######## fifo_rd_packer ########
fifo_rd_packer/congestion.png
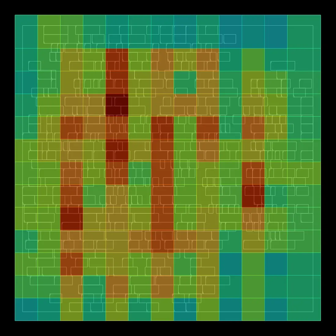

File: src/rtl/fifo_rd_packer.sv
// Packs PACK first-word-fall-through FIFO entries little-endian into one word; final pop -> out_valid next cycle.
// A presented word is held until out_ready; no pops happen while a word is presented, so the FIFO absorbs stalls.
module fifo_rd_packer #(
    parameter int DSIZE = 8,
    parameter int PACK  = 4,
    parameter int CNTW  = 16
) (
    input  logic                  rclk,
    input  logic                  rrst,
    input  logic                  rempty,
    input  logic [DSIZE-1:0]      rdata,
    output logic                  rinc,
    input  logic                  flush,
    output logic                  out_valid,
    input  logic                  out_ready,
    output logic [PACK*DSIZE-1:0] out_data,
    output logic [PACK-1:0]       out_keep,
    output logic [CNTW-1:0]       word_cnt,
    output logic                  busy
);

    localparam int IDXW = $clog2(PACK);
    localparam int WW   = PACK * DSIZE;
    localparam logic [IDXW-1:0] LAST_IDX = IDXW'(PACK - 1);

    if (PACK < 2 || PACK > 8) begin : g_bad_pack
        $error("fifo_rd_packer: PACK must be in 2..8");
    end

    typedef enum logic [0:0] {
        S_FILL = 1'b0,
        S_OUT  = 1'b1
    } state_e;

    state_e          state_q,    state_d;
    logic [IDXW-1:0] fill_idx_q, fill_idx_d;
    logic [WW-1:0]   lane_q,     lane_d;
    logic [WW-1:0]   out_data_q, out_data_d;
    logic [PACK-1:0] out_keep_q, out_keep_d;
    logic [CNTW-1:0] word_cnt_q, word_cnt_d;

    logic            pop;
    logic            flush_go;
    logic            accept;
    logic [WW-1:0]   lane_wr;
    logic [PACK-1:0] part_keep;

    assign rinc     = (state_q == S_FILL) & ~rempty & ~flush & ~rrst;
    assign pop      = rinc;
    assign flush_go = (state_q == S_FILL) & flush & (fill_idx_q != '0);
    assign accept   = (state_q == S_OUT) & out_ready;

    // Held lanes with the current head entry merged into lane fill_idx,
    // plus the keep mask covering lanes already filled.
    always_comb begin
        lane_wr   = lane_q;
        part_keep = '0;
        for (int i = 0; i < PACK; i++) begin
            if (fill_idx_q == IDXW'(i)) begin
                lane_wr[i*DSIZE +: DSIZE] = rdata;
            end
            if (IDXW'(i) < fill_idx_q) begin
                part_keep[i] = 1'b1;
            end
        end
    end

    always_comb begin
        state_d    = state_q;
        fill_idx_d = fill_idx_q;
        lane_d     = lane_q;
        out_data_d = out_data_q;
        out_keep_d = out_keep_q;
        word_cnt_d = word_cnt_q;
        case (state_q)
            S_FILL: begin
                if (flush_go) begin
                    state_d    = S_OUT;
                    out_data_d = lane_q;
                    out_keep_d = part_keep;
                    lane_d     = '0;
                    fill_idx_d = '0;
                end else if (pop) begin
                    if (fill_idx_q == LAST_IDX) begin
                        state_d    = S_OUT;
                        out_data_d = lane_wr;
                        out_keep_d = '1;
                        lane_d     = '0;
                        fill_idx_d = '0;
                    end else begin
                        lane_d     = lane_wr;
                        fill_idx_d = fill_idx_q + IDXW'(1);
                    end
                end
            end
            S_OUT: begin
                if (accept) begin
                    state_d    = S_FILL;
                    out_data_d = '0;
                    out_keep_d = '0;
                    word_cnt_d = word_cnt_q + CNTW'(1);
                end
            end
            default: begin
                state_d = S_FILL;
            end
        endcase
    end

    always_ff @(posedge rclk) begin
        if (rrst) begin
            state_q    <= S_FILL;
            fill_idx_q <= '0;
            lane_q     <= '0;
            out_data_q <= '0;
            out_keep_q <= '0;
            word_cnt_q <= '0;
        end else begin
            state_q    <= state_d;
            fill_idx_q <= fill_idx_d;
            lane_q     <= lane_d;
            out_data_q <= out_data_d;
            out_keep_q <= out_keep_d;
            word_cnt_q <= word_cnt_d;
        end
    end

    assign out_valid = (state_q == S_OUT);
    assign out_data  = out_data_q;
    assign out_keep  = out_keep_q;
    assign word_cnt  = word_cnt_q;
    assign busy      = out_valid | (fill_idx_q != '0);

endmodule

File: config.mk
export PLATFORM = sky130hd
export DESIGN_NAME = fifo_rd_packer
export DESIGN_NICKNAME = d
export VERILOG_FILES = /design/src/rtl/fifo_rd_packer.sv
export SDC_FILE = /design/constraint.sdc
export NUM_CORES = 1
export LEC_CHECK = 0
export ABC_AREA = 0
export CAP_MARGIN = 10
export CORE_MARGIN = 2
export CORE_UTILIZATION = 45
export CTS_BUF_LIST = sky130_fd_sc_hd__clkbuf_8
export CTS_CLUSTER_SIZE = 24
export DETAILED_ROUTE_END_ITERATION = 12
export MAX_ROUTING_LAYER = met4
export PLACE_DENSITY = 0.71
export SYNTH_ARGS = -nofsm -noshare
export SYNTH_HDL_FRONTEND = slang
export SYNTH_SLANG_ARGS = --single-unit
File: constraint.sdc
create_clock -name rclk -period 2.65 [get_ports rclk]
set_clock_uncertainty 0.1 [all_clocks]
set_input_delay 0.53 -clock rclk [delete_from_list [all_inputs] [get_ports rclk]]
set_output_delay 0.53 -clock rclk [all_outputs]
set_load 0.03 [all_outputs]
######## conv_requant_relu ########
==> src/rtl/nn_stream_pkg.sv <==
// Shared stream types and default widths for the conv -> requant -> maxpool path.
package nn_stream_pkg;
  localparam int DATAW_D = 8;
  localparam int ACCW_D  = 24;
  localparam int SHW_D   = 5;

  typedef struct packed {
    logic vld;
    logic eol;
    logic eof;
  } frame_tag_t;
endpackage

==> src/rtl/requant_round_sat.sv <==
// Round-shift (S2) and saturate/ReLU (S3) stages, one register per stage,
// with the frame tag travelling alongside the data.
module requant_round_sat
  import nn_stream_pkg::*;
#(
  parameter int DATAW = DATAW_D,
  parameter int ACCW  = ACCW_D,
  parameter int SHW   = SHW_D
) (
  input  logic                   clk,
  input  logic                   rst,
  input  frame_tag_t             in_tag,
  input  logic signed [ACCW:0]   in_sum,
  input  logic        [SHW-1:0]  in_shift,
  input  logic                   in_relu,
  output frame_tag_t             out_tag,
  output logic        [DATAW-1:0] out_data,
  output logic        [15:0]     sat_cnt
);
  localparam logic signed [ACCW+1:0] ONE  = {{(ACCW+1){1'b0}}, 1'b1};
  localparam logic signed [ACCW+1:0] UMAX = {{(ACCW+2-DATAW){1'b0}}, {DATAW{1'b1}}};
  localparam logic signed [ACCW+1:0] SMAX = {{(ACCW+3-DATAW){1'b0}}, {(DATAW-1){1'b1}}};
  localparam logic signed [ACCW+1:0] SMIN = {{(ACCW+3-DATAW){1'b1}}, {(DATAW-1){1'b0}}};

  logic signed [ACCW+1:0] ext, rnd, shr;
  frame_tag_t             s2_tag;
  logic signed [ACCW+1:0] s2_r;
  logic                   s2_relu;
  logic [DATAW-1:0]       sat_val;
  logic                   sat_hit;

  // Shifts wider than the sum collapse to the sign, regardless of rounding.
  always_comb begin
    ext = {in_sum[ACCW], in_sum};
    rnd = '0;
    if (in_shift != '0) rnd = ONE << (in_shift - 1'b1);
    if (int'(in_shift) > ACCW) shr = {(ACCW+2){in_sum[ACCW]}};
    else                       shr = (ext + rnd) >>> in_shift;
  end

  always_ff @(posedge clk) begin
    if (rst) begin
      s2_tag  <= '0;
      s2_r    <= '0;
      s2_relu <= 1'b0;
    end else begin
      s2_tag <= in_tag;
      if (in_tag.vld) begin
        s2_r    <= shr;
        s2_relu <= in_relu;
      end
    end
  end

  // ReLU zeroing is not a clip; only hitting a range limit counts.
  always_comb begin
    sat_hit = 1'b0;
    sat_val = s2_r[DATAW-1:0];
    if (s2_relu) begin
      if (s2_r[ACCW+1]) begin
        sat_val = '0;
      end else if (s2_r > UMAX) begin
        sat_val = '1;
        sat_hit = 1'b1;
      end
    end else begin
      if (s2_r > SMAX) begin
        sat_val = {1'b0, {(DATAW-1){1'b1}}};
        sat_hit = 1'b1;
      end else if (s2_r < SMIN) begin
        sat_val = {1'b1, {(DATAW-1){1'b0}}};
        sat_hit = 1'b1;
      end
    end
  end

  always_ff @(posedge clk) begin
    if (rst) begin
      out_tag  <= '0;
      out_data <= '0;
      sat_cnt  <= '0;
    end else begin
      out_tag <= s2_tag;
      if (s2_tag.vld) begin
        out_data <= sat_val;
        if (sat_hit && sat_cnt != 16'hFFFF) sat_cnt <= sat_cnt + 16'd1;
      end
    end
  end
endmodule

==> src/rtl/conv_requant_relu.sv <==
// Streaming requantiser: bias add + framing (S1), then round-shift and saturate.
// Config is shadowed on the first pixel of each frame.
module conv_requant_relu
  import nn_stream_pkg::*;
#(
  parameter int DATAW = DATAW_D,
  parameter int ACCW  = ACCW_D,
  parameter int SHW   = SHW_D
) (
  input  logic             clk,
  input  logic             rst,
  input  logic             acc_vld,
  input  logic [ACCW-1:0]  acc_data,
  input  logic [ACCW-1:0]  cfg_bias,
  input  logic [SHW-1:0]   cfg_shift,
  input  logic             cfg_relu_en,
  input  logic [15:0]      cfg_in_width,
  input  logic [15:0]      cfg_in_height,
  output logic             out_vld,
  output logic [DATAW-1:0] out_data,
  output logic             out_eol,
  output logic             out_eof,
  output logic [15:0]      sat_cnt
);
  logic [ACCW-1:0] sh_bias;
  logic [SHW-1:0]  sh_shift;
  logic            sh_relu;
  logic [15:0]     sh_w, sh_h;
  logic [15:0]     col, row;

  logic            first;
  logic [ACCW-1:0] eff_bias;
  logic [SHW-1:0]  eff_shift;
  logic            eff_relu;
  logic [15:0]     eff_w, eff_h, w_last, h_last;
  logic            eol, eof;

  frame_tag_t          s1_tag, o_tag;
  logic signed [ACCW:0] s1_sum;
  logic [SHW-1:0]       s1_shift;
  logic                 s1_relu;

  // The frame's first pixel uses the live config, later pixels the shadow.
  always_comb begin
    first     = (col == '0) && (row == '0);
    eff_bias  = first ? cfg_bias      : sh_bias;
    eff_shift = first ? cfg_shift     : sh_shift;
    eff_relu  = first ? cfg_relu_en   : sh_relu;
    eff_w     = first ? cfg_in_width  : sh_w;
    eff_h     = first ? cfg_in_height : sh_h;
    w_last    = (eff_w == '0) ? '0 : eff_w - 16'd1;
    h_last    = (eff_h == '0) ? '0 : eff_h - 16'd1;
    eol       = (col == w_last);
    eof       = eol && (row == h_last);
  end

  always_ff @(posedge clk) begin
    if (rst) begin
      col      <= '0;
      row      <= '0;
      sh_bias  <= '0;
      sh_shift <= '0;
      sh_relu  <= 1'b0;
      sh_w     <= '0;
      sh_h     <= '0;
      s1_tag   <= '0;
      s1_sum   <= '0;
      s1_shift <= '0;
      s1_relu  <= 1'b0;
    end else begin
      s1_tag <= '{vld: acc_vld, eol: acc_vld && eol, eof: acc_vld && eof};
      if (acc_vld) begin
        s1_sum   <= $signed({acc_data[ACCW-1], acc_data}) + $signed({eff_bias[ACCW-1], eff_bias});
        s1_shift <= eff_shift;
        s1_relu  <= eff_relu;
        if (first) begin
          sh_bias  <= cfg_bias;
          sh_shift <= cfg_shift;
          sh_relu  <= cfg_relu_en;
          sh_w     <= cfg_in_width;
          sh_h     <= cfg_in_height;
        end
        if (eol) begin
          col <= '0;
          row <= eof ? 16'd0 : row + 16'd1;
        end else begin
          col <= col + 16'd1;
        end
      end
    end
  end

  requant_round_sat #(.DATAW(DATAW), .ACCW(ACCW), .SHW(SHW)) u_rrs (
    .clk      (clk),
    .rst      (rst),
    .in_tag   (s1_tag),
    .in_sum   (s1_sum),
    .in_shift (s1_shift),
    .in_relu  (s1_relu),
    .out_tag  (o_tag),
    .out_data (out_data),
    .sat_cnt  (sat_cnt)
  );

  assign out_vld = o_tag.vld;
  assign out_eol = o_tag.eol;
  assign out_eof = o_tag.eof;
endmodule

==> config.mk <==
export PLATFORM = sky130hd
export DESIGN_NAME = conv_requant_relu
export DESIGN_NICKNAME = d
export VERILOG_FILES = /design/src/rtl/nn_stream_pkg.sv /design/src/rtl/requant_round_sat.sv /design/src/rtl/conv_requant_relu.sv
export SDC_FILE = /design/constraint.sdc
export NUM_CORES = 1
export LEC_CHECK = 0
export CORE_MARGIN = 2
export CORE_UTILIZATION = 25
export CTS_BUF_LIST = sky130_fd_sc_hd__clkbuf_8
export DETAILED_ROUTE_END_ITERATION = 8
export HOLD_SLACK_MARGIN = 0.06
export MAX_ROUTING_LAYER = met4
export PLACE_DENSITY = 0.51
export SYNTH_ARGS = -nofsm -noshare
export SYNTH_HDL_FRONTEND = slang
export SYNTH_SLANG_ARGS = --single-unit
==> constraint.sdc <==
create_clock -name clk -period 8.5 [get_ports clk]
set_clock_uncertainty 0.15 [all_clocks]
set_input_delay 1.7 -clock clk [delete_from_list [all_inputs] [get_ports clk]]
set_output_delay 1.7 -clock clk [all_outputs]
set_load 0.01 [all_outputs]
######## pipeline_hazard_reg ########
--- src/rtl/pipeline_hazard_reg.sv ---
// Inter-stage pipeline register with downstream hold, external flush, and a
// counter-driven hazard FSM that inserts load-use bubbles and squashes wrong-path slots.
module pipeline_hazard_reg #(
    parameter int unsigned       DATA_W         = 32,
    parameter int unsigned       CTRL_W         = 2,
    parameter int unsigned       TYPE_W         = 4,
    parameter logic [TYPE_W-1:0] OP_LW          = 4'h9,
    parameter logic [TYPE_W-1:0] OP_BR          = 4'h2,
    parameter logic [TYPE_W-1:0] OP_JAL         = 4'hB,
    parameter int unsigned       LOAD_BUBBLES   = 1,
    parameter int unsigned       BRANCH_BUBBLES = 2,
    parameter logic [DATA_W-1:0] RESET_VALUE    = '0
) (
    input  logic              clk,
    input  logic              reset,
    input  logic              hold,
    input  logic              flush,
    input  logic              in_valid,
    input  logic              in_reg_wr_en,
    input  logic              in_is_load,
    input  logic              in_is_store,
    input  logic              in_br_taken,
    input  logic [CTRL_W-1:0] in_mul_sel,
    input  logic [TYPE_W-1:0] in_inst_type,
    input  logic [DATA_W-1:0] in_alu_out,
    input  logic [DATA_W-1:0] in_data2,
    input  logic [DATA_W-1:0] in_pc,
    output logic              out_valid,
    output logic              out_reg_wr_en,
    output logic              out_is_load,
    output logic              out_is_store,
    output logic [CTRL_W-1:0] out_mul_sel,
    output logic [TYPE_W-1:0] out_inst_type,
    output logic [DATA_W-1:0] out_alu_out,
    output logic [DATA_W-1:0] out_data2,
    output logic [DATA_W-1:0] out_pc,
    output logic              stall_upstream,
    output logic [15:0]       bubble_count
);

    typedef enum logic [1:0] {RUN, LOAD_BUB, SQUASH} state_e;

    typedef struct packed {
        logic valid;
        logic reg_wr_en;
        logic is_load;
        logic is_store;
    } ctrl_t;

    typedef struct packed {
        logic [CTRL_W-1:0] mul_sel;
        logic [TYPE_W-1:0] inst_type;
        logic [DATA_W-1:0] alu_out;
        logic [DATA_W-1:0] data2;
        logic [DATA_W-1:0] pc;
    } payload_t;

    localparam logic [3:0] LOAD_CNT   = 4'(LOAD_BUBBLES);
    localparam logic [3:0] BRANCH_CNT = 4'(BRANCH_BUBBLES);
    localparam payload_t PAYLOAD_RST = '{
        mul_sel:   RESET_VALUE[CTRL_W-1:0],
        inst_type: RESET_VALUE[TYPE_W-1:0],
        alu_out:   RESET_VALUE,
        data2:     RESET_VALUE,
        pc:        RESET_VALUE
    };

    state_e   state_q, state_d;
    logic [3:0] cnt_q, cnt_d;
    ctrl_t    ctrl_q, ctrl_d;
    payload_t payload_q, payload_d;
    logic [15:0] bub_q, bub_d;

    payload_t in_payload;
    ctrl_t    in_ctrl;
    logic     load_hazard;
    logic     branch_hazard;
    logic [15:0] bub_inc;

    assign in_payload = '{
        mul_sel:   in_mul_sel,
        inst_type: in_inst_type,
        alu_out:   in_alu_out,
        data2:     in_data2,
        pc:        in_pc
    };
    // An invalid slot must never carry live control bits downstream.
    assign in_ctrl = '{
        valid:     in_valid,
        reg_wr_en: in_reg_wr_en & in_valid,
        is_load:   in_is_load & in_valid,
        is_store:  in_is_store & in_valid
    };

    assign load_hazard   = in_valid && (in_inst_type == OP_LW) && (LOAD_BUBBLES != 0);
    assign branch_hazard = in_valid && (BRANCH_BUBBLES != 0) &&
                           (((in_inst_type == OP_BR) && in_br_taken) || (in_inst_type == OP_JAL));
    assign bub_inc       = (bub_q == 16'hFFFF) ? bub_q : bub_q + 16'd1;

    always_comb begin
        // NOTE: every next-state signal gets a default first so no path infers a latch.
        state_d   = state_q;
        cnt_d     = cnt_q;
        ctrl_d    = ctrl_q;
        payload_d = payload_q;
        bub_d     = bub_q;
        if (flush) begin
            state_d   = RUN;
            cnt_d     = '0;
            ctrl_d    = '0;
            payload_d = in_payload;
            bub_d     = bub_inc;
        end else if (!hold) begin
            unique case (state_q)
                RUN: begin
                    ctrl_d    = in_ctrl;
                    payload_d = in_payload;
                    if (load_hazard) begin
                        state_d = LOAD_BUB;
                        cnt_d   = LOAD_CNT;
                    end else if (branch_hazard) begin
                        state_d = SQUASH;
                        cnt_d   = BRANCH_CNT;
                    end
                end
                LOAD_BUB: begin
                    // Input stays upstream; payload is left as-is behind the bubble.
                    ctrl_d = '0;
                    cnt_d  = cnt_q - 4'd1;
                    bub_d  = bub_inc;
                    if (cnt_q <= 4'd1) state_d = RUN;
                end
                SQUASH: begin
                    ctrl_d    = '0;
                    payload_d = in_payload;
                    cnt_d     = cnt_q - 4'd1;
                    bub_d     = bub_inc;
                    if (cnt_q <= 4'd1) state_d = RUN;
                end
                default: begin
                    state_d = RUN;
                    cnt_d   = '0;
                end
            endcase
        end
    end

    always_ff @(posedge clk) begin
        // NOTE: sequential state uses non-blocking assignments; reset is sampled on the edge.
        if (!reset) begin
            state_q   <= RUN;
            cnt_q     <= '0;
            ctrl_q    <= '0;
            payload_q <= PAYLOAD_RST;
            bub_q     <= '0;
        end else begin
            state_q   <= state_d;
            cnt_q     <= cnt_d;
            ctrl_q    <= ctrl_d;
            payload_q <= payload_d;
            bub_q     <= bub_d;
        end
    end

    assign stall_upstream = ~flush & (hold | (state_q == LOAD_BUB));

    assign out_valid     = ctrl_q.valid;
    assign out_reg_wr_en = ctrl_q.reg_wr_en;
    assign out_is_load   = ctrl_q.is_load;
    assign out_is_store  = ctrl_q.is_store;
    assign out_mul_sel   = payload_q.mul_sel;
    assign out_inst_type = payload_q.inst_type;
    assign out_alu_out   = payload_q.alu_out;
    assign out_data2     = payload_q.data2;
    assign out_pc        = payload_q.pc;
    assign bubble_count  = bub_q;

endmodule
--- config.mk ---
export PLATFORM = sky130hd
export DESIGN_NAME = pipeline_hazard_reg
export DESIGN_NICKNAME = d
export VERILOG_FILES = /design/src/rtl/pipeline_hazard_reg.sv
export SDC_FILE = /design/constraint.sdc
export NUM_CORES = 1
export LEC_CHECK = 0
export ABC_AREA = 1
export ABC_CLOCK_PERIOD_IN_PS = 4400
export CAP_MARGIN = 20
export CORE_MARGIN = 2
export CORE_UTILIZATION = 40
export CTS_BUF_LIST = sky130_fd_sc_hd__clkbuf_4 sky130_fd_sc_hd__clkbuf_8
export DETAILED_ROUTE_END_ITERATION = 10
export GPL_TIMING_DRIVEN = 0
export MAX_ROUTING_LAYER = met4
export PLACE_DENSITY = 0.89
export RECOVER_POWER = 100
export REMOVE_ABC_BUFFERS = 1
export SLEW_MARGIN = 0
export SYNTH_ARGS = -nofsm -noshare
export SYNTH_HDL_FRONTEND = slang
export SYNTH_SLANG_ARGS = --single-unit
--- constraint.sdc ---
create_clock -name clk -period 4.4 [get_ports clk]
set_input_delay 0.66 -clock clk [delete_from_list [all_inputs] [get_ports clk]]
set_output_delay 0.66 -clock clk [all_outputs]
set_load 0.03 [all_outputs]
fifo_rd_packer/wires.png
Scale bar: 20 µm.
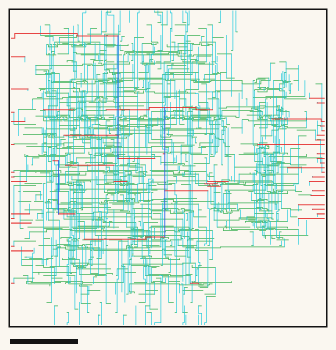
Cyan shows metal 2, wire length 3,970 µm. Blue shows metal 4, wire length 89.8 µm. Red shows metal 3, wire length 319 µm. Green shows metal 1, wire length 3,860 µm.

fifo_rd_packer/clk_routes.png
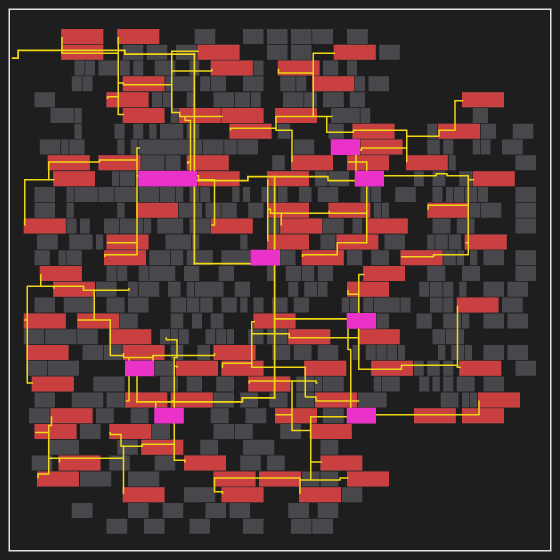
Magenta shows clock drivers, count 9. Red shows flip-flops, count 87. Yellow shows clock wires, length 982 µm.
Position of the flops: spread over the die.
clock group power: 0.000950 W
insertion delay at the late pin of the worst-skew pair: 0.35 ns
clock share of power: 38.2%

## Picture notes: fifo_rd_packer/congestion.png
global routing usage summed across all routing layers: 20.6%
met3 Usage GRT: 4.80%

==> impl_metrics.csv, fifo_rd_packer <==
group,metric,value,unit
outcome,run_status,"finished clean",
power,ir_drop,0.000400,V
synth,syn-instance-count,350,
clock_network,clock_sink_count,87,
run,timing.max_cap.violations,0,
die,overall_chip_area,0.00864,mm²
clock_network,ctsHoldBuffers,0,
sta,fin_hold_ws,0.373,ns
synth,ys_dominant_reg_cell,"dfxtp_1",
grt,globalRoute.busiestLayer,"met2",
placed_design,placedCellCount,507,
power,share_comb_of_total_power,8.3,%
cells_and_area,utilization,58.9,%
routing,route.final.wire_length,8240,µm
grt,globalRouteMet2Util,33.2,%
synth,mux_share,9.52,%
setup_path,critPathSlowestCell,"clkdlybuf4s50_1",
fifo_rd_packer: path summary, 6_finish.rpt:
path | startpoint | endpoint | slack, ns | depth (start not counted)
max | fill_idx_q[0] | busy | 0.14 | 4
min | out_data[31] | out_data[31] | 0.37 | 2
max reg2reg | fill_idx_q[1] | out_data[24] | 0.44 | 5
min reg2reg | out_data[31] | out_data[31] | 0.37 | 2
fifo_rd_packer: worst max-delay path: cells and delay by family (launching register included):
family / cells / cell delay, ns
fa+ha+maj: 1 / 0.25
buf+inv: 2 / 0.76
flops: 1 / 0.41
simple gates: 1 / 0.11
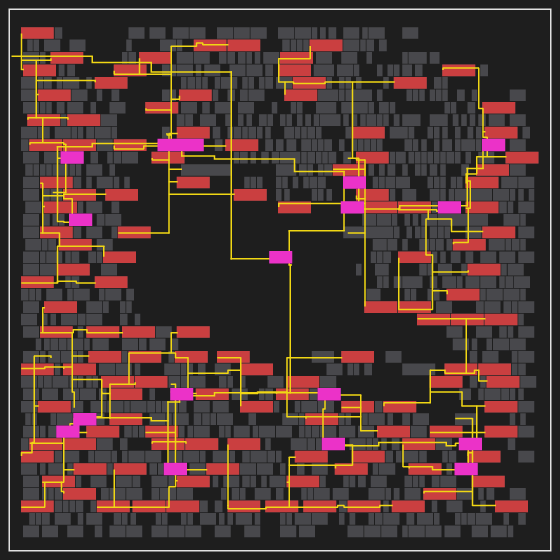
pipeline_hazard_reg/clk_routes.png
Red shows flip-flops, count 128. Yellow shows clock wires, length 1,650 µm. Magenta shows clock drivers, count 17.
There are 18 routed clock nets. Position of the flops: spread over the die.

==> impl_metrics.csv, pipeline_hazard_reg <==
group,metric,value,unit
sta,maxSlewViolCount,152,
synth,yosys.cell_types.count,26,
clock_network,htree_levels,4,
synth,post_synthesis_xor_xnor_area_fraction,1.01,%
synth,post_synth_and_or_nand_nor_area_fraction,27.4,%
power,power.static_leakage,3.43,nW
run,timing.max_cap.violations,2,
routing,via_count,5315,
sta,unrepaired_setup_endpoints_after_global_routing,"no",
setup_path,max_stage_delay,1.28,ns
cells_and_area,layout.nets,1039,
die,die_h,118,µm
synth,avgSynthCellArea,7.39,µm²
grt,grt_antenna_before_repair,0,
cells_and_area,diodes,0,
cells_and_area,final.clkbuf_count,25,
outcome,run_status,"finished with violations",
synth,seq_area_frac_synth,49.4,%
synth,ranking_of_synthesized_cells_by_instance_count,"nor2_1, dfxtp_1, o21ai_0",
cells_and_area,area.sequential,0.00256,mm²
placed_design,dp_worst_setup_slack,1.51,ns
synth,synth.yosys.chip_area,0.00519,mm²
outcome,violations,"max-capacitance violations, max-slew violations",
grt,vias_in_the_first_global_route,5109,
==> pipeline_hazard_reg: where the power goes <==
group	switching [W]	internal [W]	total (W)
Combinational	0.000333	0.000240	0.000574
Clock	0.000438	0.000632	0.00107
Sequential	0.0000353	0.00124	0.00127
==> pipeline_hazard_reg: worst max path at each step <==
stage | from | endpoint | slack [ns] | cells past startpoint
after floorplan | hold | out_alu_out[0] | 1.50 | 4
after global placement | reset | out_reg_wr_en | -1.36 | 5
after detailed placement | hold | out_data2[12] | 1.51 | 6
after CTS | hold | stall_upstream | 1.56 | 4
after global routing | reset | out_valid | 0.84 | 5
final | reset | out_is_load | 1.13 | 5
conv_requant_relu/placement_by_type.png
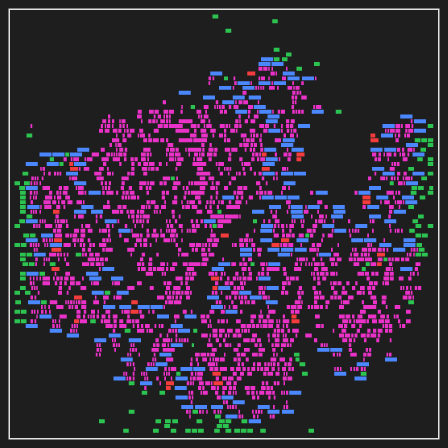
Magenta shows combinational and other logic, cells 1,656. Blue shows flops, cells 179. Green shows other buffers and delay cells, cells 133. Red shows clock drivers and dummy loads, cells 32.
floorplan core area: 0.0574 mm²
utilization after layout: 29.0%
share of cell area taken by flip-flops and latches: 21.5%
area of all placed cells without fillers: 0.0166 mm²
Core Rows: 88

==> impl_metrics.csv, conv_requant_relu <==
group,metric,value,unit
placed_design,dp_worst_setup_slack,1.67,ns
clock_network,cts_tree,"built",
synth,avgSynthCellArea,7.41,µm²
routing,via_count,14700,
setup_path,worst-r2r-setup-slack,1.84,ns
grt,vias_in_the_first_global_route,14300,
die,die_h,244,µm
outcome,run_status,"finished clean",
placed_design,post-dp-hpwl,38700,µm
die,width_of_the_die,244,µm
grt,total_global_routing_overflow,0,
setup_path,worstSetupEndpoint,"row[7]",
grt,grt_max_degree,71,
cells_and_area,layout.filler_cells,6230,
setup_path,cp_top_family,"simple AND/OR/NAND/NOR gates",
routing,route.final.wire_length,50600,µm
synth,ys_cells,1951,
conv_requant_relu: power by group through the flow:
stage               logic, W  registers (W)  clock network, W
finish               0.00127       0.000967          0.000607
global route         0.00140       0.000977          0.000673
CTS                  0.00126       0.000967          0.000644
detailed placement   0.00125       0.000986                 0
global placement     0.00124       0.000985                 0
floorplan           0.000908       0.000961                 0
conv_requant_relu: cell usage in the layout, fill, tap and decap left out, types with 65 or more instances in the layout:
master and count:
nand3_1 72, nand2_1 299, xnor2_1 65, dfxtp_1 179
a21oi_1 148, nor2_1 194, o21ai_0 69, nor3_1 65
mux2i_1 73, clkdlybuf4s50_1 113


==> gallery <==
PDN straps and rails.
image #1
Scale bar: 50 µm. Pins as bars on the die edge.
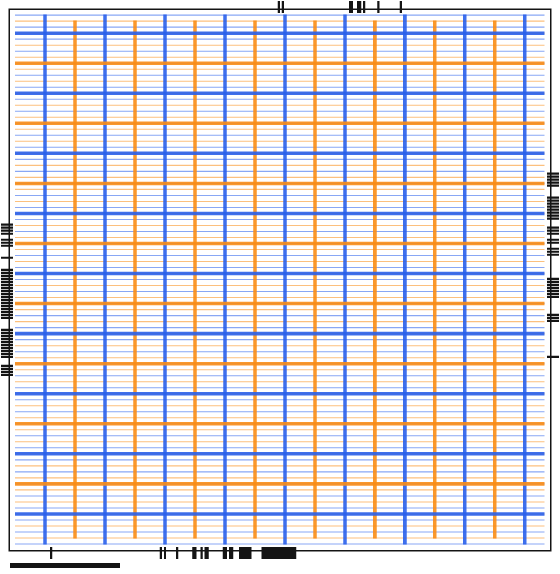
image #2
Scale bar: 20 µm. Pins as bars on the die edge.
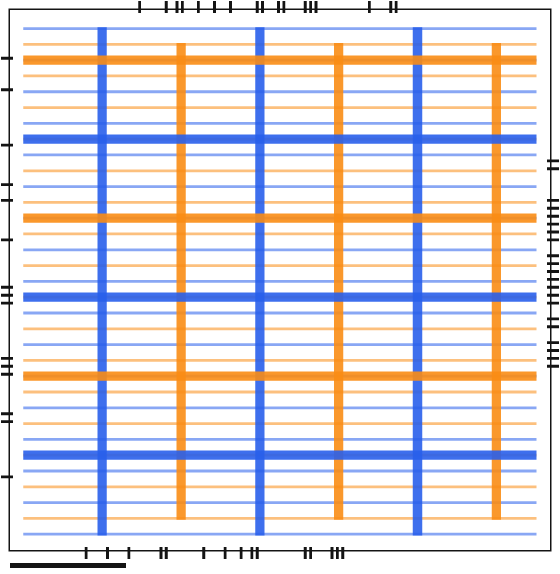
image #3
Scale bar: 20 µm. Pins as bars on the die edge.
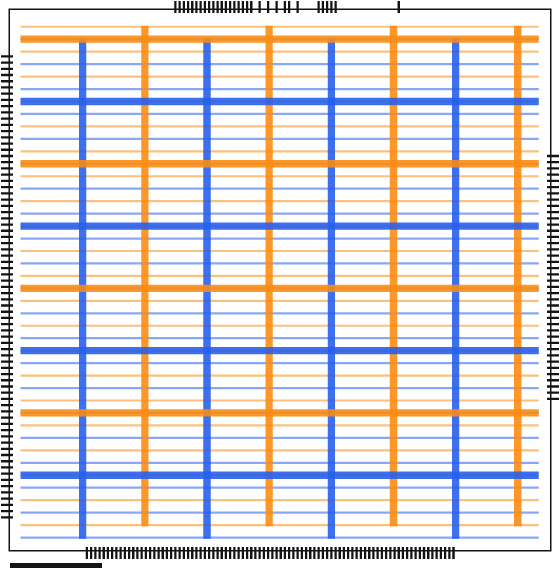
fifo_rd_packer -> image #2
conv_requant_relu -> image #1
pipeline_hazard_reg -> image #3
Of these, most pins: image #3
Of these, smallest die: image #2

Key to image #3:
Orange shows VDD. Blue shows VSS.
234 signal pins sit on the boundary. The core has 41 rows. 42 met1 rails follow the rows. 8 straps on met4. 8 straps on met5.

Power and IR drop assume default switching activity.
